# plru_victim_ctrl

**src/rtl/plru_pkg.sv**
```systemverilog
// plru_pkg: shared types and tree helpers for the 8-way tree-PLRU victim controller.
`default_nettype none

package plru_pkg;

  localparam int PLRU_WAYS  = 8;
  localparam int PLRU_NODES = 7;

  typedef logic [PLRU_NODES-1:0] plru_state_t;

  typedef enum logic [1:0] {
    IDLE      = 2'd0,
    RESP      = 2'd1,
    WAIT_FILL = 2'd2
  } victim_fsm_e;

  // Point every node on the path to `way` away from it, making it MRU.
  function automatic plru_state_t plru_touch(plru_state_t state, logic [2:0] way);
    plru_state_t s;
    s    = state;
    s[6] = ~way[2];
    if (way[2]) s[5] = ~way[1];
    else        s[4] = ~way[1];
    s[{1'b0, way[2:1]}] = ~way[0];
    return s;
  endfunction

  function automatic logic [2:0] plru_victim(plru_state_t state);
    logic [2:0] v;
    v[2] = state[6];
    v[1] = v[2] ? state[5] : state[4];
    v[0] = state[{1'b0, v[2:1]}];
    return v;
  endfunction

endpackage

`default_nettype wire

```
**src/rtl/plru_tree_walk.sv**
```systemverilog
// plru_tree_walk: PLRU tree to victim way, with an invalid line taking priority.
`default_nettype none

module plru_tree_walk
  import plru_pkg::*;
(
  input  plru_state_t          state_i,
  input  logic [PLRU_WAYS-1:0] vmap_i,
  output logic [2:0]           way_o
);

  // Descending scan so the lowest-index invalid way is the last one written.
  always_comb begin
    way_o = plru_victim(state_i);
    for (int i = PLRU_WAYS - 1; i >= 0; i--) begin
      if (!vmap_i[i]) way_o = i[2:0];
    end
  end

endmodule

`default_nettype wire

```
**src/rtl/plru_victim_ctrl.sv**
```systemverilog
// plru_victim_ctrl: per-set 8-way tree-PLRU state, hit updates and victim reservation
// until refill completes.
`default_nettype none

module plru_victim_ctrl
  import plru_pkg::*;
#(
  parameter  int NUM_SETS = 64,
  localparam int SET_W    = $clog2(NUM_SETS)
) (
  input  logic                 clk_i,
  input  logic                 rstn_i,
  input  logic                 access_valid_i,
  input  logic [SET_W-1:0]     access_set_i,
  input  logic [2:0]           access_way_i,
  input  logic                 victim_req_valid_i,
  input  logic [SET_W-1:0]     victim_req_set_i,
  input  logic [PLRU_WAYS-1:0] victim_req_vmap_i,
  output logic                 victim_req_ready_o,
  output logic                 victim_resp_valid_o,
  output logic [2:0]           victim_resp_way_o,
  input  logic                 victim_resp_ready_i,
  input  logic                 fill_done_i,
  output logic                 busy_o
);

  plru_state_t tree_q [NUM_SETS];
  plru_state_t tree_d [NUM_SETS];

  victim_fsm_e      state_q;
  logic             req_ready_q;
  logic             resp_valid_q;
  logic [2:0]       resp_way_q;
  logic [SET_W-1:0] rsv_set_q;
  logic             busy_q;

  logic             fill_fire;
  plru_state_t      req_tree;
  logic [2:0]       victim_way;

  assign fill_fire = (state_q == WAIT_FILL) && fill_done_i;

  // Hit first, fill on top, so the fill owns any node both paths share.
  always_comb begin
    for (int s = 0; s < NUM_SETS; s++) begin
      tree_d[s] = tree_q[s];
      if (access_valid_i && (access_set_i == SET_W'(s)))
        tree_d[s] = plru_touch(tree_d[s], access_way_i);
      if (fill_fire && (rsv_set_q == SET_W'(s)))
        tree_d[s] = plru_touch(tree_d[s], resp_way_q);
    end
  end

  always_ff @(posedge clk_i or negedge rstn_i) begin
    if (!rstn_i) begin
      for (int s = 0; s < NUM_SETS; s++) tree_q[s] <= '0;
    end else begin
      for (int s = 0; s < NUM_SETS; s++) tree_q[s] <= tree_d[s];
    end
  end

  // Victim sees a hit landing on the same set in the same cycle.
  always_comb begin
    req_tree = tree_q[victim_req_set_i];
    if (access_valid_i && (access_set_i == victim_req_set_i))
      req_tree = plru_touch(req_tree, access_way_i);
  end

  plru_tree_walk u_walk (
    .state_i (req_tree),
    .vmap_i  (victim_req_vmap_i),
    .way_o   (victim_way)
  );

  always_ff @(posedge clk_i or negedge rstn_i) begin
    if (!rstn_i) begin
      state_q      <= IDLE;
      req_ready_q  <= 1'b0;
      resp_valid_q <= 1'b0;
      resp_way_q   <= '0;
      rsv_set_q    <= '0;
      busy_q       <= 1'b0;
    end else begin
      case (state_q)
        IDLE: begin
          req_ready_q <= 1'b1;
          if (victim_req_valid_i && req_ready_q) begin
            rsv_set_q    <= victim_req_set_i;
            resp_way_q   <= victim_way;
            resp_valid_q <= 1'b1;
            req_ready_q  <= 1'b0;
            busy_q       <= 1'b1;
            state_q      <= RESP;
          end
        end
        RESP: begin
          if (victim_resp_ready_i) begin
            resp_valid_q <= 1'b0;
            state_q      <= WAIT_FILL;
          end
        end
        WAIT_FILL: begin
          if (fill_done_i) begin
            req_ready_q <= 1'b1;
            busy_q      <= 1'b0;
            state_q     <= IDLE;
          end
        end
        default: state_q <= IDLE;
      endcase
    end
  end

  assign victim_req_ready_o  = req_ready_q;
  assign victim_resp_valid_o = resp_valid_q;
  assign victim_resp_way_o   = resp_way_q;
  assign busy_o              = busy_q;

endmodule

`default_nettype wire

```
**config.mk**
```make
export PLATFORM = sky130hd
export DESIGN_NAME = plru_victim_ctrl
export DESIGN_NICKNAME = d
export VERILOG_FILES = /design/src/rtl/plru_pkg.sv /design/src/rtl/plru_tree_walk.sv /design/src/rtl/plru_victim_ctrl.sv
export SDC_FILE = /design/constraint.sdc
export NUM_CORES = 1
export LEC_CHECK = 0
export ABC_AREA = 1
export CORE_MARGIN = 2
export CORE_UTILIZATION = 40
export CTS_CLUSTER_SIZE = 10
export DETAILED_ROUTE_END_ITERATION = 10
export PLACE_DENSITY = 0.56
export REMOVE_ABC_BUFFERS = 1
export SLEW_MARGIN = 20
export SYNTH_ARGS = -nofsm -noshare
export SYNTH_HDL_FRONTEND = slang
export SYNTH_SLANG_ARGS = --single-unit
```
**constraint.sdc**
```tcl
create_clock -name clk_i -period 2.3 [get_ports clk_i]
set_input_delay 0.345 -clock clk_i [delete_from_list [all_inputs] [get_ports clk_i]]
set_output_delay 0.345 -clock clk_i [all_outputs]
set_load 0.02 [all_outputs]
```
# shift_reg_univ_flat

File: src/rtl/shift_reg_pkg.sv
// Shared definitions for the universal shift register: mode codes, burst FSM
// states and the logic-level constants the benches reuse.
package shift_reg_pkg;

  localparam logic [2:0] HOLD      = 3'b000;
  localparam logic [2:0] PARA_LOAD = 3'b001;
  localparam logic [2:0] SHIFT     = 3'b010;
  localparam logic [2:0] ROTATE    = 3'b011;
  localparam logic [2:0] ARITH     = 3'b100;
  localparam logic [2:0] BURST     = 3'b101;

  typedef enum logic {
    IDLE = 1'b0,
    RUN  = 1'b1
  } burst_state_t;

  localparam logic LOW    = 1'b0;
  localparam logic HIGH   = 1'b1;
  localparam logic ENABLE = 1'b1;

endpackage

File: src/rtl/shift_reg_univ_if.sv
// Control/data bundle between the sequencer (master) and the shift register (slave).
interface shift_reg_univ_if #(
  parameter int WIDTH = 8,
  parameter int CNT_W = $clog2(WIDTH) + 1
);
  logic             ENB;
  logic             DIR;
  logic [2:0]       MODO;
  logic             S_IN;
  logic [WIDTH-1:0] D;
  logic [CNT_W-1:0] COUNT;
  logic             START;
  logic [WIDTH-1:0] Q;
  logic             S_OUT;
  logic             BUSY;
  logic             DONE;

  modport master (
    output ENB, DIR, MODO, S_IN, D, COUNT, START,
    input  Q, S_OUT, BUSY, DONE
  );

  modport slave (
    input  ENB, DIR, MODO, S_IN, D, COUNT, START,
    output Q, S_OUT, BUSY, DONE
  );
endinterface

File: src/rtl/shift_burst_ctrl.sv
// Burst sequencer: counts down the requested number of shift steps and
// raises a one-cycle done pulse on completion (or immediately for a zero count).
module shift_burst_ctrl
  import shift_reg_pkg::*;
#(
  parameter int CNT_W = 4
) (
  input  logic             clk,
  input  logic             rst_n,
  input  logic             enb,
  input  logic             start,
  input  logic             dir,
  input  logic [CNT_W-1:0] count,
  output logic             step,
  output logic             step_dir,
  output logic             busy,
  output logic             done
);

  localparam logic [CNT_W-1:0] CNT_ONE = {{(CNT_W-1){1'b0}}, 1'b1};

  burst_state_t     state_reg, state_next;
  logic [CNT_W-1:0] rem_reg, rem_next;
  logic             dir_reg, dir_next;
  logic             done_reg, done_next;

  always_ff @(posedge clk or negedge rst_n) begin
    if (!rst_n) begin
      state_reg <= IDLE;
      rem_reg   <= '0;
      dir_reg   <= LOW;
      done_reg  <= LOW;
    end else begin
      state_reg <= state_next;
      rem_reg   <= rem_next;
      dir_reg   <= dir_next;
      done_reg  <= done_next;
    end
  end

  // done_next defaults low so the pulse clears on the next edge even with enb low
  always_comb begin
    state_next = state_reg;
    rem_next   = rem_reg;
    dir_next   = dir_reg;
    done_next  = LOW;
    step       = LOW;
    case (state_reg)
      IDLE: begin
        if (enb && start) begin
          if (count != '0) begin
            state_next = RUN;
            rem_next   = count;
            dir_next   = dir;
          end else begin
            done_next = HIGH;
          end
        end
      end
      RUN: begin
        if (enb) begin
          step     = HIGH;
          rem_next = rem_reg - CNT_ONE;
          if (rem_reg == CNT_ONE) begin
            state_next = IDLE;
            done_next  = HIGH;
          end
        end
      end
      default: state_next = IDLE;
    endcase
  end

  assign step_dir = dir_reg;
  assign busy     = (state_reg == RUN);
  assign done     = done_reg;

endmodule

File: src/rtl/shift_reg_univ.sv
// Universal shift register: hold/load/shift/rotate/arithmetic modes plus a
// counted burst shift driven by shift_burst_ctrl.
module shift_reg_univ
  import shift_reg_pkg::*;
#(
  parameter int WIDTH = 8,
  parameter int CNT_W = $clog2(WIDTH) + 1
) (
  input  logic           CLK,
  input  logic           RESET_N,
  shift_reg_univ_if.slave bus
);

  logic [WIDTH-1:0] q_reg, q_next;
  logic             s_out_reg, s_out_next;
  logic [WIDTH-2:0] body_right, body_left;
  logic             burst_start, step, step_dir, busy, done;

  assign burst_start = bus.START && (bus.MODO == BURST);

  shift_burst_ctrl #(
    .CNT_W (CNT_W)
  ) u_ctrl (
    .clk      (CLK),
    .rst_n    (RESET_N),
    .enb      (bus.ENB),
    .start    (burst_start),
    .dir      (bus.DIR),
    .count    (bus.COUNT),
    .step     (step),
    .step_dir (step_dir),
    .busy     (busy),
    .done     (done)
  );

  // Shifted bodies without the vacated end bit; the fill bit is chosen per mode.
  generate
    for (genvar gi = 0; gi < WIDTH - 1; gi++) begin : g_body
      assign body_right[gi] = q_reg[gi+1];
      assign body_left[gi]  = q_reg[gi];
    end
  endgenerate

  always_comb begin
    q_next     = q_reg;
    s_out_next = s_out_reg;
    if (step) begin
      q_next     = step_dir ? {bus.S_IN, body_right} : {body_left, bus.S_IN};
      s_out_next = step_dir ? q_reg[0] : q_reg[WIDTH-1];
    end else if (bus.ENB && !busy) begin
      case (bus.MODO)
        PARA_LOAD: q_next = bus.D;
        SHIFT: begin
          q_next     = bus.DIR ? {bus.S_IN, body_right} : {body_left, bus.S_IN};
          s_out_next = bus.DIR ? q_reg[0] : q_reg[WIDTH-1];
        end
        ROTATE: begin
          q_next     = bus.DIR ? {q_reg[0], body_right} : {body_left, q_reg[WIDTH-1]};
          s_out_next = bus.DIR ? q_reg[0] : q_reg[WIDTH-1];
        end
        ARITH: begin
          q_next     = bus.DIR ? {q_reg[WIDTH-1], body_right} : {body_left, LOW};
          s_out_next = bus.DIR ? q_reg[0] : q_reg[WIDTH-1];
        end
        default: ;
      endcase
    end
  end

  always_ff @(posedge CLK or negedge RESET_N) begin
    if (!RESET_N) begin
      q_reg     <= '0;
      s_out_reg <= LOW;
    end else begin
      q_reg     <= q_next;
      s_out_reg <= s_out_next;
    end
  end

  assign bus.Q     = q_reg;
  assign bus.S_OUT = s_out_reg;
  assign bus.BUSY  = busy;
  assign bus.DONE  = done;

endmodule

File: src/flat_wrapper.sv
// flat-port wrapper written by rule: the top's interface ports become plain ports
module shift_reg_univ_flat import shift_reg_pkg::*;
#(
  parameter int WIDTH = 8,
  parameter int CNT_W = $clog2(WIDTH) + 1
)
  (CLK, RESET_N, bus_ENB, bus_DIR, bus_MODO, bus_S_IN, bus_D, bus_COUNT, bus_START, bus_Q, bus_S_OUT, bus_BUSY, bus_DONE);
  shift_reg_univ_if #(.WIDTH(WIDTH), .CNT_W(CNT_W)) bus_i ();
  input  logic CLK;
  input  logic RESET_N;
  input wire logic [$bits(bus_i.ENB)-1:0] bus_ENB;
  input wire logic [$bits(bus_i.DIR)-1:0] bus_DIR;
  input wire logic [$bits(bus_i.MODO)-1:0] bus_MODO;
  input wire logic [$bits(bus_i.S_IN)-1:0] bus_S_IN;
  input wire logic [$bits(bus_i.D)-1:0] bus_D;
  input wire logic [$bits(bus_i.COUNT)-1:0] bus_COUNT;
  input wire logic [$bits(bus_i.START)-1:0] bus_START;
  output wire logic [$bits(bus_i.Q)-1:0] bus_Q;
  output wire logic [$bits(bus_i.S_OUT)-1:0] bus_S_OUT;
  output wire logic [$bits(bus_i.BUSY)-1:0] bus_BUSY;
  output wire logic [$bits(bus_i.DONE)-1:0] bus_DONE;
  assign bus_i.ENB = bus_ENB;
  assign bus_i.DIR = bus_DIR;
  assign bus_i.MODO = bus_MODO;
  assign bus_i.S_IN = bus_S_IN;
  assign bus_i.D = bus_D;
  assign bus_i.COUNT = bus_COUNT;
  assign bus_i.START = bus_START;
  assign bus_Q = bus_i.Q;
  assign bus_S_OUT = bus_i.S_OUT;
  assign bus_BUSY = bus_i.BUSY;
  assign bus_DONE = bus_i.DONE;
  shift_reg_univ #(.WIDTH(WIDTH), .CNT_W(CNT_W)) u_core (.CLK(CLK), .RESET_N(RESET_N), .bus(bus_i));
endmodule
File: config.mk
export PLATFORM = sky130hd
export DESIGN_NAME = shift_reg_univ_flat
export DESIGN_NICKNAME = d
export VERILOG_FILES = /design/src/rtl/shift_reg_pkg.sv /design/src/rtl/shift_reg_univ_if.sv /design/src/rtl/shift_burst_ctrl.sv /design/src/rtl/shift_reg_univ.sv /design/src/flat_wrapper.sv
export SDC_FILE = /design/constraint.sdc
export NUM_CORES = 1
export LEC_CHECK = 0
export CORE_MARGIN = 5
export CORE_UTILIZATION = 44
export CTS_CLUSTER_SIZE = 12
export DETAILED_ROUTE_END_ITERATION = 16
export GPL_TIMING_DRIVEN = 0
export PLACE_DENSITY_LB_ADDON = 0.12
export RECOVER_POWER = 50
export SLEW_MARGIN = 15
export SYNTH_ARGS = -nofsm -noshare
export SYNTH_HDL_FRONTEND = slang
export SYNTH_HIERARCHICAL = 1
export SYNTH_SLANG_ARGS = --single-unit
File: constraint.sdc
create_clock -name CLK -period 1.6 [get_ports CLK]
set_input_delay 0.32 -clock CLK [delete_from_list [all_inputs] [get_ports CLK]]
set_output_delay 0.32 -clock CLK [all_outputs]
set_load 0.02 [all_outputs]
# booth2_product_accumulator

<file path="src/rtl/booth2_pkg.sv">
// Shared types and helpers for the radix-4 Booth multiplier and its dot-product stage.
// sat_add works at a fixed wide width so one function serves any accumulator width.
package booth2_pkg;

  localparam int PROD_W    = 16;
  localparam int MULT_W    = 8;
  localparam int SAT_MAX_W = 64;

  typedef enum logic [1:0] {
    IDLE,
    ACCUM,
    DONE
  } acc_state_t;

  // Inputs arrive already sign-extended; acc_w (< SAT_MAX_W) sets the clamp range.
  function automatic logic [SAT_MAX_W:0] sat_add(
    input logic signed [SAT_MAX_W-1:0] acc,
    input logic signed [SAT_MAX_W-1:0] prod,
    input int                          acc_w
  );
    logic signed [SAT_MAX_W-1:0] one;
    logic signed [SAT_MAX_W-1:0] sum;
    logic signed [SAT_MAX_W-1:0] max_pos;
    logic signed [SAT_MAX_W-1:0] min_neg;
    logic                        ovf;
    logic signed [SAT_MAX_W-1:0] value;
    one     = 1;
    sum     = acc + prod;
    max_pos = (one <<< (acc_w - 1)) - one;
    min_neg = -max_pos - one;
    if (sum > max_pos) begin
      ovf   = 1'b1;
      value = max_pos;
    end else if (sum < min_neg) begin
      ovf   = 1'b1;
      value = min_neg;
    end else begin
      ovf   = 1'b0;
      value = sum;
    end
    return {ovf, value};
  endfunction

endpackage

</file>
<file path="src/rtl/booth2_sat_adder.sv">
// Combinational sign-extend and saturating add of one product into the accumulator.
module booth2_sat_adder
  import booth2_pkg::*;
#(
  parameter int PROD_W = booth2_pkg::PROD_W,
  parameter int ACC_W  = 20
) (
  input  logic signed [ACC_W-1:0]  acc,
  input  logic signed [PROD_W-1:0] product,
  output logic signed [ACC_W-1:0]  sum,
  output logic                     ovf
);

  logic signed [SAT_MAX_W-1:0] acc_wide;
  logic signed [SAT_MAX_W-1:0] prod_wide;
  logic        [SAT_MAX_W-1:0] sat_value;
  logic                        unused_hi;

  assign acc_wide  = SAT_MAX_W'(acc);
  assign prod_wide = SAT_MAX_W'(product);

  assign {ovf, sat_value} = sat_add(acc_wide, prod_wide, ACC_W);

  // The upper bits only repeat the sign of the clamped value.
  assign sum       = sat_value[ACC_W-1:0];
  assign unused_hi = ^sat_value[SAT_MAX_W-1:ACC_W];

endmodule

</file>
<file path="src/rtl/booth2_product_accumulator.sv">
// Dot-product stage: sums a vector of signed Booth products with saturation,
// closing on prod_last or after VEC_LEN beats, and holds the result until taken.
module booth2_product_accumulator
  import booth2_pkg::*;
#(
  parameter int PROD_W  = booth2_pkg::PROD_W,
  parameter int ACC_W   = 20,
  parameter int VEC_LEN = 8,
  parameter int CNT_W   = $clog2(VEC_LEN + 1)
) (
  input  logic                     CLK,
  input  logic                     RST,
  input  logic                     clear,
  input  logic                     prod_valid,
  output logic                     prod_ready,
  input  logic signed [PROD_W-1:0] product,
  input  logic                     prod_last,
  output logic                     out_valid,
  input  logic                     out_ready,
  output logic signed [ACC_W-1:0]  result,
  output logic        [CNT_W-1:0]  result_cnt,
  output logic                     result_ovf
);

  acc_state_t              state;
  logic signed [ACC_W-1:0] acc;
  logic        [CNT_W-1:0] count;
  logic                    ovf;

  logic signed [ACC_W-1:0] sum_val;
  logic                    sum_ovf;
  logic                    ovf_next;
  logic        [CNT_W-1:0] cnt_next;
  logic                    beat_ok;
  logic                    closing;

  booth2_sat_adder #(
    .PROD_W(PROD_W),
    .ACC_W (ACC_W)
  ) u_sat_adder (
    .acc    (acc),
    .product(product),
    .sum    (sum_val),
    .ovf    (sum_ovf)
  );

  assign beat_ok  = prod_valid && prod_ready;
  assign cnt_next = count + CNT_W'(1);
  assign ovf_next = ovf || sum_ovf;
  assign closing  = prod_last || (cnt_next == CNT_W'(VEC_LEN));

  // prod_ready is only high in IDLE/ACCUM, so beat_ok never fires in DONE.
  always_ff @(posedge CLK) begin
    if (RST || clear) begin
      state      <= IDLE;
      acc        <= '0;
      count      <= '0;
      ovf        <= 1'b0;
      out_valid  <= 1'b0;
      result     <= '0;
      result_cnt <= '0;
      result_ovf <= 1'b0;
      prod_ready <= 1'b1;
    end else begin
      case (state)
        IDLE, ACCUM: begin
          if (beat_ok) begin
            acc   <= sum_val;
            count <= cnt_next;
            ovf   <= ovf_next;
            if (closing) begin
              result     <= sum_val;
              result_cnt <= cnt_next;
              result_ovf <= ovf_next;
              out_valid  <= 1'b1;
              prod_ready <= 1'b0;
              state      <= DONE;
            end else begin
              state <= ACCUM;
            end
          end
        end
        DONE: begin
          if (out_ready) begin
            out_valid  <= 1'b0;
            acc        <= '0;
            count      <= '0;
            ovf        <= 1'b0;
            prod_ready <= 1'b1;
            state      <= IDLE;
          end
        end
        default: begin
          state      <= IDLE;
          prod_ready <= 1'b1;
        end
      endcase
    end
  end

endmodule

</file>
<file path="config.mk">
export PLATFORM = sky130hd
export DESIGN_NAME = booth2_product_accumulator
export DESIGN_NICKNAME = d
export VERILOG_FILES = /design/src/rtl/booth2_pkg.sv /design/src/rtl/booth2_sat_adder.sv /design/src/rtl/booth2_product_accumulator.sv
export SDC_FILE = /design/constraint.sdc
export NUM_CORES = 1
export LEC_CHECK = 0
export ABC_AREA = 1
export CORE_MARGIN = 8
export CORE_UTILIZATION = 55
export DETAILED_ROUTE_END_ITERATION = 16
export PLACE_DENSITY_LB_ADDON = 0.05
export SLEW_MARGIN = 20
export SYNTH_ARGS = -nofsm -noshare
export SYNTH_HDL_FRONTEND = slang
export SYNTH_HIERARCHICAL = 1
export SYNTH_SLANG_ARGS = --single-unit
</file>
<file path="constraint.sdc">
create_clock -name CLK -period 4 [get_ports CLK]
set_input_delay 1.2 -clock CLK [delete_from_list [all_inputs] [get_ports CLK]]
set_output_delay 1.2 -clock CLK [all_outputs]
set_load 0.01 [all_outputs]
</file>
# seq_detect_moore_param

===== src/rtl/seq_detect_moore_param_pkg.sv =====
// Shared definitions for the parametrised Moore pattern detector: limits,
// state width and the KMP fallback used to build the transition ROM.
package seq_detect_moore_param_pkg;

  localparam int unsigned PAT_LEN_MIN = 2;
  localparam int unsigned PAT_LEN_MAX = 16;
  localparam int unsigned IDX_W       = 4;

  function automatic int unsigned state_w(input int unsigned len);
    return $clog2(len + 1);
  endfunction

  // Longest pattern prefix that is a suffix of (first s pattern bits + b);
  // k is capped at len so that a full-pattern state can rematch on overlap.
  function automatic int unsigned next_prefix(
    input logic [PAT_LEN_MAX-1:0] pattern,
    input int unsigned            len,
    input int unsigned            s,
    input logic                   b
  );
    int unsigned best;
    int unsigned kmax;
    int unsigned j;
    logic        ok;
    logic        tj;
    best = 0;
    kmax = ((s + 1) < len) ? (s + 1) : len;
    for (int unsigned k = 1; k <= kmax; k++) begin
      ok = 1'b1;
      for (int unsigned i = 0; i < k; i++) begin
        j  = s + 1 - k + i;
        tj = (j < s) ? pattern[IDX_W'(len - 1 - j)] : b;
        if (pattern[IDX_W'(len - 1 - i)] != tj) ok = 1'b0;
      end
      if (ok) best = k;
    end
    return best;
  endfunction

endpackage


===== src/rtl/seq_detect_moore_param_sat_counter.sv =====
// Saturating up-counter with synchronous clear; clear beats increment.
module sat_counter #(
  parameter int unsigned CNT_W = 8
) (
  input  logic             clk,
  input  logic             rst_n,
  input  logic             inc,
  input  logic             clr,
  output logic [CNT_W-1:0] count
);

  always_ff @(posedge clk or negedge rst_n) begin
    if (!rst_n) begin
      count <= '0;
    end else if (clr) begin
      count <= '0;
    end else if (inc && (count != {CNT_W{1'b1}})) begin
      count <= count + CNT_W'(1);
    end
  end

endmodule


===== src/rtl/seq_detect_moore_param.sv =====
// Parametrised Moore serial-pattern detector with valid qualifier, restart
// and saturating match counter. State equals the matched-prefix length.
module seq_detect_moore_param
  import seq_detect_moore_param_pkg::*;
#(
  parameter int unsigned          PAT_LEN = 5,
  parameter logic [PAT_LEN-1:0]   PATTERN = 5'b11011,
  parameter bit                   OVERLAP = 1'b1,
  parameter int unsigned          CNT_W   = 8
) (
  input  logic                         clk_pulse,
  input  logic                         clear,
  input  logic                         inp_valid,
  input  logic                         inp_1,
  input  logic                         restart,
  input  logic                         cnt_clr,
  output logic                         out,
  output logic [$clog2(PAT_LEN+1)-1:0] present_state,
  output logic [CNT_W-1:0]             match_count
);

  localparam int unsigned SW = state_w(PAT_LEN);
  localparam logic [PAT_LEN_MAX-1:0] PAT_EXT = PAT_LEN_MAX'(PATTERN);
  localparam logic [SW-1:0] FULL = SW'(PAT_LEN);

  if ((PAT_LEN < PAT_LEN_MIN) || (PAT_LEN > PAT_LEN_MAX)) begin : g_bad_len
    $error("seq_detect_moore_param: PAT_LEN must be within 2..16");
  end

  // Transition ROM indexed by {state, bit}; non-overlap mode restarts from the empty prefix.
  logic [(PAT_LEN+1)*2-1:0][SW-1:0] trans_rom;

  for (genvar s = 0; s <= PAT_LEN; s++) begin : g_row
    for (genvar b = 0; b < 2; b++) begin : g_col
      localparam int unsigned SRC = ((s == PAT_LEN) && !OVERLAP) ? 0 : s;
      localparam int unsigned NXT = next_prefix(PAT_EXT, PAT_LEN, SRC, 1'(b));
      assign trans_rom[s*2+b] = SW'(NXT);
    end
  end

  logic [SW-1:0] rom_next_c;
  logic [SW-1:0] next_state_c;
  logic          match_inc_c;

  always_comb begin
    rom_next_c   = trans_rom[{present_state, inp_1}];
    next_state_c = present_state;
    match_inc_c  = 1'b0;
    if (restart) begin
      next_state_c = '0;
    end else if (inp_valid) begin
      next_state_c = rom_next_c;
      match_inc_c  = (rom_next_c == FULL);
    end
  end

  always_ff @(posedge clk_pulse or negedge clear) begin
    if (!clear) begin
      present_state <= '0;
      out           <= 1'b0;
    end else begin
      present_state <= next_state_c;
      out           <= (next_state_c == FULL);
    end
  end

  sat_counter #(
    .CNT_W (CNT_W)
  ) u_match_cnt (
    .clk   (clk_pulse),
    .rst_n (clear),
    .inc   (match_inc_c),
    .clr   (cnt_clr),
    .count (match_count)
  );

endmodule


===== config.mk =====
export PLATFORM = sky130hd
export DESIGN_NAME = seq_detect_moore_param
export DESIGN_NICKNAME = d
export VERILOG_FILES = /design/src/rtl/seq_detect_moore_param_pkg.sv /design/src/rtl/seq_detect_moore_param_sat_counter.sv /design/src/rtl/seq_detect_moore_param.sv
export SDC_FILE = /design/constraint.sdc
export NUM_CORES = 1
export LEC_CHECK = 0
export ABC_AREA = 1
export CAP_MARGIN = 20
export CELL_PAD_IN_SITES_DETAIL_PLACEMENT = 0
export CELL_PAD_IN_SITES_GLOBAL_PLACEMENT = 1
export CORE_ASPECT_RATIO = 0.6
export CORE_MARGIN = 1.5
export CORE_UTILIZATION = 35
export CTS_BUF_LIST = sky130_fd_sc_hd__clkbuf_4
export DETAILED_ROUTE_END_ITERATION = 7
export GPL_TIMING_DRIVEN = 0
export PLACE_DENSITY = 0.78
export SYNTH_ARGS = -nofsm -noshare
export SYNTH_HDL_FRONTEND = slang
export SYNTH_SLANG_ARGS = --single-unit

===== constraint.sdc =====
create_clock -name clk_pulse -period 1.6 [get_ports clk_pulse]
set_input_delay 0.16 -clock clk_pulse [delete_from_list [all_inputs] [get_ports clk_pulse]]
set_output_delay 0.16 -clock clk_pulse [all_outputs]
set_load 0.02 [all_outputs]

Figure 1. Routing congestion map (booth2_product_accumulator).
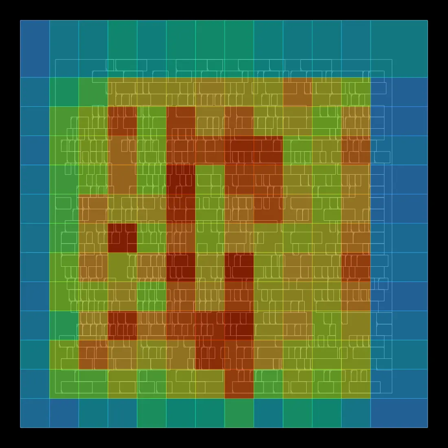
GRT met2 Usage: 33.7%
Global Route met3 Usage: 2.34%
Final Core Density: 65.5%
routed len/inst: 13.1 um
grt met1 use: 25.2%

==> impl_metrics.tcl, booth2_product_accumulator <==
# collected from the flow reports
set metrics [dict create \
    p_comb_share_pct 30.5 \
    hp-start "ovf$_SDFFE_PP0P_" \
    crit_slowest_cell "clkdlybuf4s50_1" \
    antenna_found_initial 0 \
    ys_chip_area_mm2 0.00354 \
    pwr-share-seq_pct 46.0 \
    fin_crit_ns 3.53 \
    comb_power_uw 381 \
    switching_power_uw 425 \
    rows 29 \
    port_buffers 48 \
    skew_ns 0.00839 \
    cts.sinks 54 \
    min_to "ovf$_SDFFE_PP0P_" \
    hold_path_class "flip-flop to flip-flop" \
    tightest_slew_ns 0.813 \
    first_global_vias 3265 \
    area_growth_pct 16.0 \
    grtUsageTotal_pct 19.8 \
    cp.depth 17 \
    fin_crit_sh_pct 88.2 \
    met3_length_um 430 \
    synth_cell_types 37 \
    clkTransAtPathRegs_ns 0.09 \
    core_mm2 0.00628 \
    power_mw 1.25 \
    p_leak_nw 1.97 \
    dr_wl_met2_um 3970 \
    drv_cap 0 \
    grt_pass1_wl_um 14600 \
    critPathTopFamily "simple AND/OR/NAND/NOR gates" \
    p_int_uw 823 \
    endpoint "result_ovf$_SDFFE_PP0P_" \
    worstRegToRegCells 16 \
    vias_per_cell 5.18 \
    n_antenna_cell 0 \
    place_ws_ns 0.182 \
    cts_setup_buffers 0 \
    maxSlewHeadroom_pct 45.5 \
    whs_path_depth 2 \
    power.group.top "sequential cells" \
    most_common_cell "nand2_1" \
    final_area_mm2 0.00411 \
    final_common_cell "nand2_1" \
    cp_data_required_time_ns 4.20 \
    status "finished, final reports clean" \
    fp_util_pct 56.5 \
    final_cells 664 \
]
-- booth2_product_accumulator: final cells by class --
type	count	area (um2)	share of cell area, %
clock buffer	5	68.8	1.67
clock inverter	2	15.0	0.365
tap	77	96.3	2.34
timing repair buffer	53	518	12.6
multi-input combinational	422	2140	52.1
sequential	54	1080	26.3
inverter	51	191	4.66
-- booth2_product_accumulator: cell families after synthesis --
kind of cell | share of synthesized area (%)
simple gates | 37.1
compound gates | 11.9
buf+inv | 9.11
flops | 30.5
fa+ha+maj | 7.98
xor+xnor | 3.46
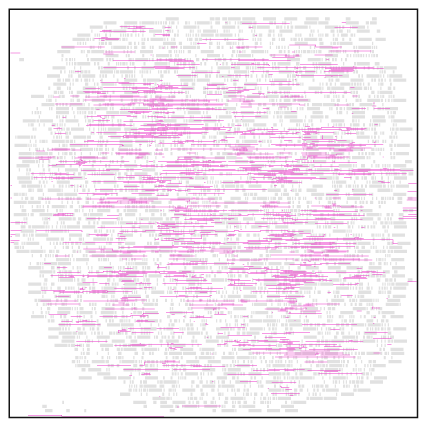
Figure 2: plru_victim_ctrl, met3 routing.
(1.5 px per um) Cells faint in the background.
- longest straight run: 144 um
- wire length on this layer: 12700 um
- main direction: horizontal
- share of all routed wire: 9.8%
- nets with wire on the layer: 471

Figure 3. Ports around the boundary (plru_victim_ctrl).
(1.5 px per um) Pins as bars across the die edge, other pins in grey.
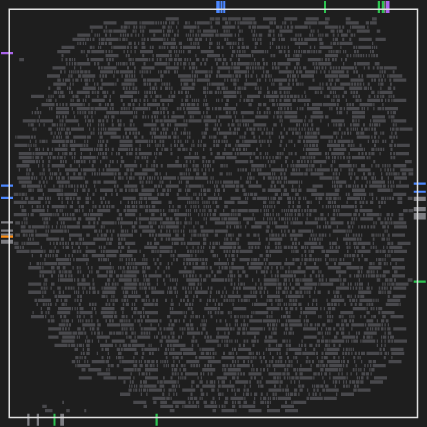
- orange: victim_req_valid_i (pins 1; direction input; edge left)
- blue: victim_req_vmap_i (pins 8; direction input; edge 4 top, 2 left, 2 right)
- purple: victim_resp_way_o (pins 3; direction output; edge 2 top, 1 left)
- green: victim_req_set_i (pins 6; direction input; edge 3 top, 2 bottom, 1 right)

==> impl_metrics.tcl, plru_victim_ctrl <==
# collected from the flow reports
set metrics [dict create \
    mux_share_pct 0.452 \
    ys_cells 4224 \
    p_int_mw 17.7 \
    critPathTopFamily "buffers and inverters" \
    async_reset_ff_share_pct 100 \
    yosysSeqAreaShare_pct 40.5 \
    vias_per_cell 5.72 \
    cts_max_level 2 \
    ff_type "dfrtp_1" \
    clkTransAtPathRegs_ns 0.06 \
    vias 32296 \
    route.detailed.drc 0 \
    synth_cell_types 39 \
    status "finished, final reports clean" \
    cp_data_required_time_ns 1.96 \
    p_clk_share_pct 31.6 \
    post_synth.cell_area_avg_um2 6.76 \
    cts_tree "done" \
    antenna_left 0 \
    top_area_share_pct 40.5 \
    most_common_cell "nand2_1" \
    hold_viol 0 \
    power_mw 28.8 \
    max_stage_delay_ns 0.68 \
    worstPathMaxFanout 9 \
    edf_count 0 \
    p_comb_share_pct 30.8 \
    placed_area_mm2 0.0342 \
    final_layout_size_suffix_gt1_share_pct 16.2 \
    skew_ns 0.0144 \
    top_cells_by_count "nand2_1, o21ai_0, nor2_1" \
    wl_met1_um 56400 \
    die_area_mm2 0.0735 \
    rsz0062_at_grt "no" \
    cp_num_buf_inv 1 \
    met3_usage_pct 6.76 \
    ys_ff 462 \
    path_class "flip-flop to output pin" \
    tightest_slew_ns 0.663 \
    ys_chip_area_mm2 0.0285 \
    drt_pre_antenna_iters 9 \
    final_cells 5646 \
    seq_cell_count 462 \
    setup_violations 0 \
]
## plru_victim_ctrl: state kept, by name (all words and copies together), names as in the netlist
register             cells
tree_q                 448
rsv_set_q                6
victim_resp_way_o        3
state_q                  2
busy_o                   1
victim_req_ready_o       1
victim_resp_valid_o      1
## plru_victim_ctrl: repair_timing
action,CTS,global route
endpoints found under the hold margin,101,0
buffers inserted,1,0
hold buffers,1,0
endpoints found under the setup margin,1,53
gates resized,0,19
Figure 4. Ports around the boundary (shift_reg_univ_flat).
(8 px per um) Pins as bars across the die edge, other pins in grey.
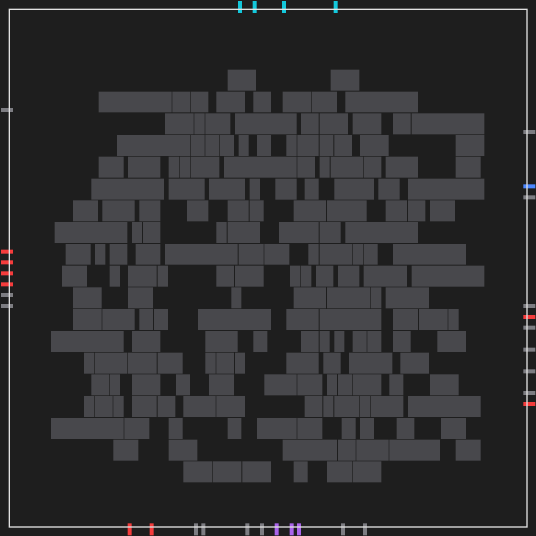
- cyan: bus_COUNT (pins 4; direction input; edge top)
- blue: bus_BUSY (pins 1; direction output; edge right)
- red: bus_Q (pins 8; direction output; edge 4 left, 2 right, 2 bottom)
- purple: bus_MODO (pins 3; direction input; edge bottom)
- all pins by edge: 11 bottom, 10 right, 7 left, 4 top

==> impl_metrics.tcl, shift_reg_univ_flat <==
# collected from the flow reports
set metrics [dict create \
    p_clk_share_pct 9.9 \
    ys_warn_count 6 \
    top_layer "met4" \
    synth_cells 145 \
    power_mw 2.70 \
    rows 19 \
    dpl.hpwl_um 2580 \
    ioPinCount 32 \
    worstPathMaxFanout 9 \
    drt_pre_antenna_iters 4 \
    critPathTopFamily "simple AND/OR/NAND/NOR gates" \
    use_met2_pct 28.1 \
    met3_length_um 303 \
    powerDensity_mw_per_mm2 1530 \
    n_antenna_cell 0 \
    grt_max_degree 17 \
    cts_setup_buffers 2 \
    place_ws_ns -0.680 \
    area_growth_pct 35.3 \
    clk_path_buf_depth 2 \
    clk_latency_ns 0.28 \
    final_cells 213 \
    crit_slowest_cell "mux2_4" \
    async_reset_ff_share_pct 100 \
    pwr-share-seq_pct 31.4 \
    edf_count 0 \
    worstRegToRegCells 6 \
    status "finished, final reports clean" \
    max_stage_delay_ns 0.33 \
    fillers 250 \
    dr_wl_met2_um 1790 \
    hold_viol 0 \
    switching_share_pct 44.6 \
    switching_power_mw 1.20 \
    port_buffers 31 \
    worst_ir_drop_vdd_v 0.00100 \
    fin_setup_tns_ns 0 \
    fin_crit_sh_pct 98.6 \
    r2r_start "u_core/u_ctrl/busy$_DFF_PN0_" \
    wl_per_cell_um 17.8 \
    cts_max_level 1 \
    yosys-top-cells-area "dfrtp_1, mux2i_1, mux2_1, a31oi_1, nand2_1" \
    dieHeight_um 64.5 \
    drv_cap 0 \
    ys_ff 16 \
    synth_area_mm2 0.00131 \
    crit_chain "clkdlybuf4s15_2 -> nor2b_1 -> and3_4 -> nand2_4 -> nor3_1 -> mux2_4" \
    p_leak_nw 0.758 \
    die_width_um 64.5 \
    whs_path_depth 1 \
    vias 1287 \
    ys_cells 145 \
    fmax_mhz 634 \
    grt-busiest-layer "met2" \
    grt_pass1_wl_um 6290 \
    antenna_left 0 \
    cp-start-kind "primary input" \
    hp-start "u_core/bus.S_OUT$_DFFE_PN0P_" \
    min_to "u_core/bus.S_OUT$_DFFE_PN0P_" \
    skew_ns 0.00336 \
    post_synth.cell_area_avg_um2 9.03 \
]
-- shift_reg_univ_flat: cell families (layout without fill, tap and decap cells) --
logic type,Yosys count,after routing,share of synthesized area (%)
muxes,20,20,16.9
buffers and inverters,14,51,5.35
adders and majority gates,2,2,1.91
and+or+nand+nor,56,56,25.1
DFF,16,16,30.6
AOI/OAI and AO/OA,37,37,20.1
-- shift_reg_univ_flat: cell type report --
class	instances	area, um2	area share, %
tap	31	38.8	2.19
clock buffer	4	36.3	2.05
timing repair buffer	33	302	17.0
sequential	16	402	22.7
multi-input combinational	115	883	49.9
inverter	6	22.5	1.27
buffer	8	86.3	4.88
Figure 5. Met3 routing (seq_detect_moore_param).
(10 px per um) Cells faint in the background.
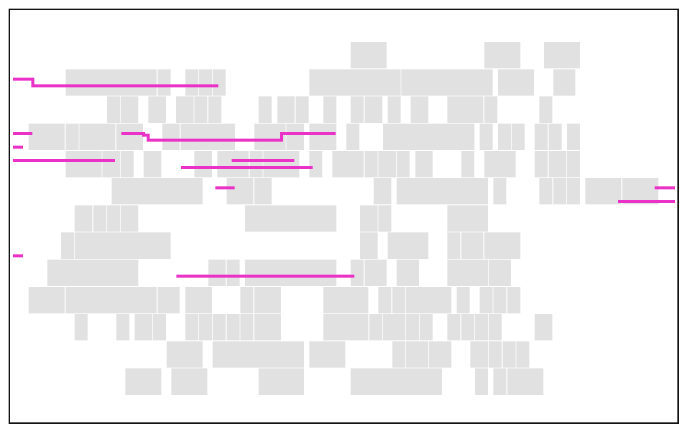
- nets with wire on the layer: 11
- wire length on this layer: 101 um
- longest straight run: 18.4 um

==> impl_metrics.tcl, seq_detect_moore_param <==
# collected from the flow reports
set metrics [dict create \
    fin_setup_tns_ns 0 \
    met3_usage_pct 5.22 \
    seq_area_share_pct 26.0 \
    grt_overflow 0 \
    ff_type "dfrtp_1" \
    area_growth_pct 35.8 \
    clock_buffers 3 \
    comb_cells 91 \
    crit_path_start "u_match_cnt.count[2]$_DFFE_PN0P_" \
    die_area_mm2 0.00275 \
    cts_max_level 1 \
    seq_power_uw 310 \
    fin_crit_ns 1.54 \
    switching_power_uw 171 \
    top_cells_by_count "nand2_1, nand3_1, inv_1" \
    fmax_mhz 647 \
    async_reset_ff_share_pct 100 \
    status "finished, final reports clean" \
    p_int_uw 440 \
    use_met2_pct 23.3 \
    final_common_cell "nand2_1" \
    cp_num_buf_inv 1 \
    rows 13 \
    powerDensity_mw_per_mm2 527 \
    cts_tree "done" \
    grt-busiest-layer "met1" \
    r2r-end "u_match_cnt.count[5]$_DFFE_PN0P_" \
    cp.arrival_ns 1.38 \
    drt_pre_antenna_iters 4 \
    fp_util_pct 38.3 \
    crit_chain "clkdlybuf4s50_1" \
    dieHeight_um 41.2 \
    wl_met1_um 1120 \
    buffer_area_share_pct 17.5 \
    warning_count 29 \
    cp-start-kind "flip-flop" \
    grt_max_degree 13 \
    cp_data_required_time_ns 1.44 \
    cts_setup_buffers 0 \
    p_clk_share_pct 32.4 \
    cp.depth 1 \
    clk_share_pct 2.27 \
    power.group.top "sequential cells" \
    seq_cell_count 12 \
    n_antenna_cell 0 \
    ioPinCount 18 \
    drv_cap 0 \
    setup_ws_ns 0.0555 \
    crit_path_end_kind "output pin" \
    synth_area_um2 853 \
]
[seq_detect_moore_param: cell families after synthesis]
kind of cell | Yosys count | synth area share, %
and+or+nand+nor | 82 | 43.5
buffers and inverters | 24 | 10.7
DFF | 12 | 35.2
xor gates and xnor gates | 4 | 4.11
adders and majority gates | 4 | 5.87
AOI/OAI and AO/OA | 1 | 0.586
[seq_detect_moore_param: registers in the layout, summed over array words and instances, names as in the netlist]
signal,count
out,1
u_match_cnt.count,8
present_state,3

==> screenshots <==
Met2 routing.
Plate I
(1.5 px per um) Cells faint in the background.
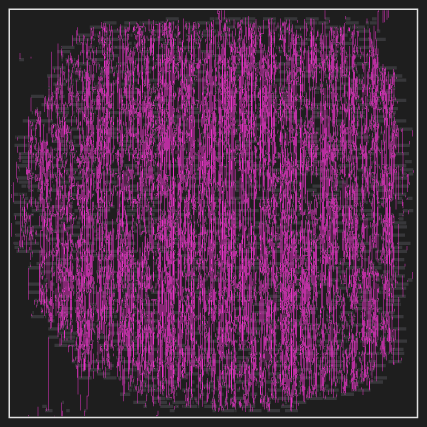
Plate II
(8 px per um) Cells faint in the background.
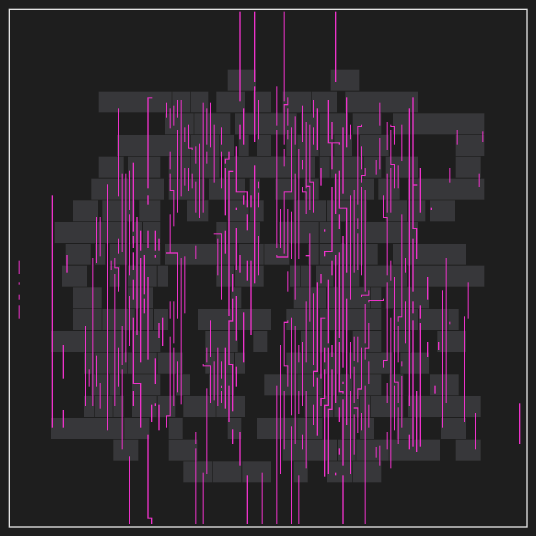
Plate III
(4 px per um) Cells faint in the background.
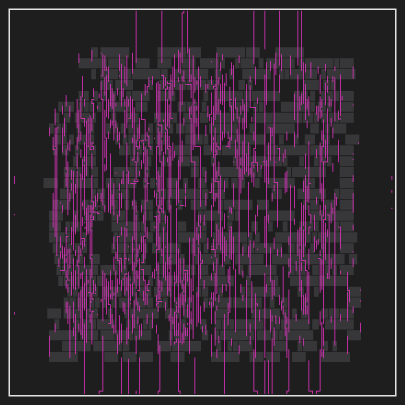
Plate IV
(10 px per um) Cells faint in the background.
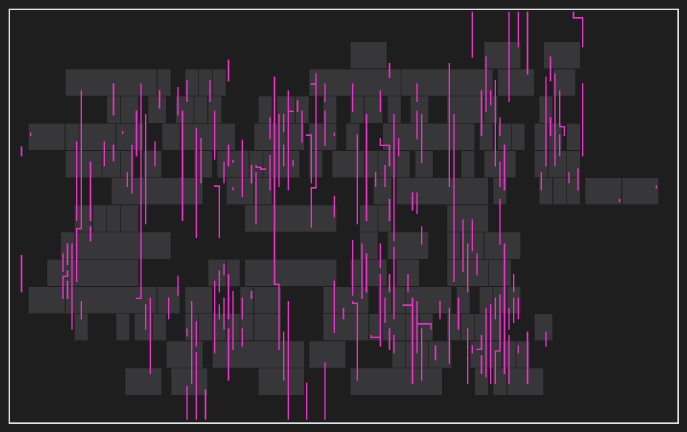
The one with the smallest die is Plate IV.
The one with the largest die is Plate I.
- Plate IV = seq_detect_moore_param
- Plate I = plru_victim_ctrl
- Plate III = booth2_product_accumulator
- Plate II = shift_reg_univ_flat

Key to Plate III:
- share of all routed wire: 46%
- nets with wire on the layer: 498
- longest straight run: 39.1 um
- wire length on this layer: 3970 um



==> notes/layouts.md <==
Pictures saved along the way, in no particular order.

Routing congestion map.
(a)
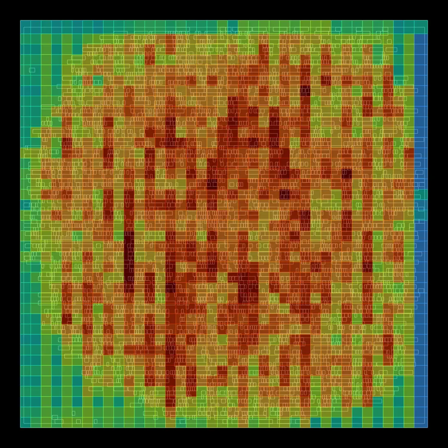
(b)
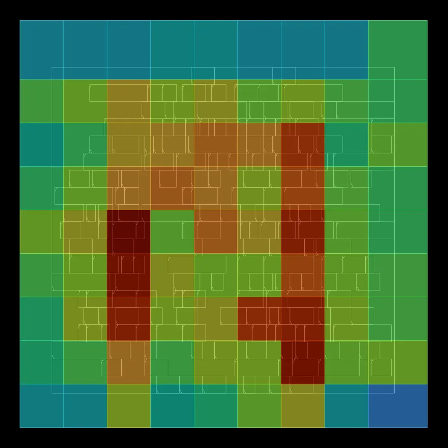
(c)
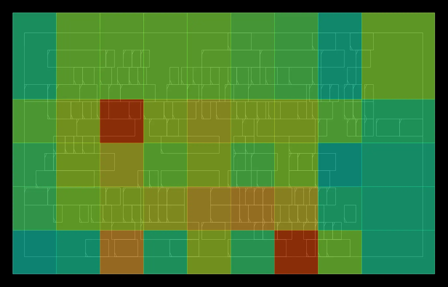
Of these, highest track usage: (a)
Of these, most wire per cell: (a)
| picture | from |
|---|---|
| (c) | seq_detect_moore_param |
| (b) | shift_reg_univ_flat |
| (a) | plru_victim_ctrl |

Power is estimated from default activity; no workload was simulated.
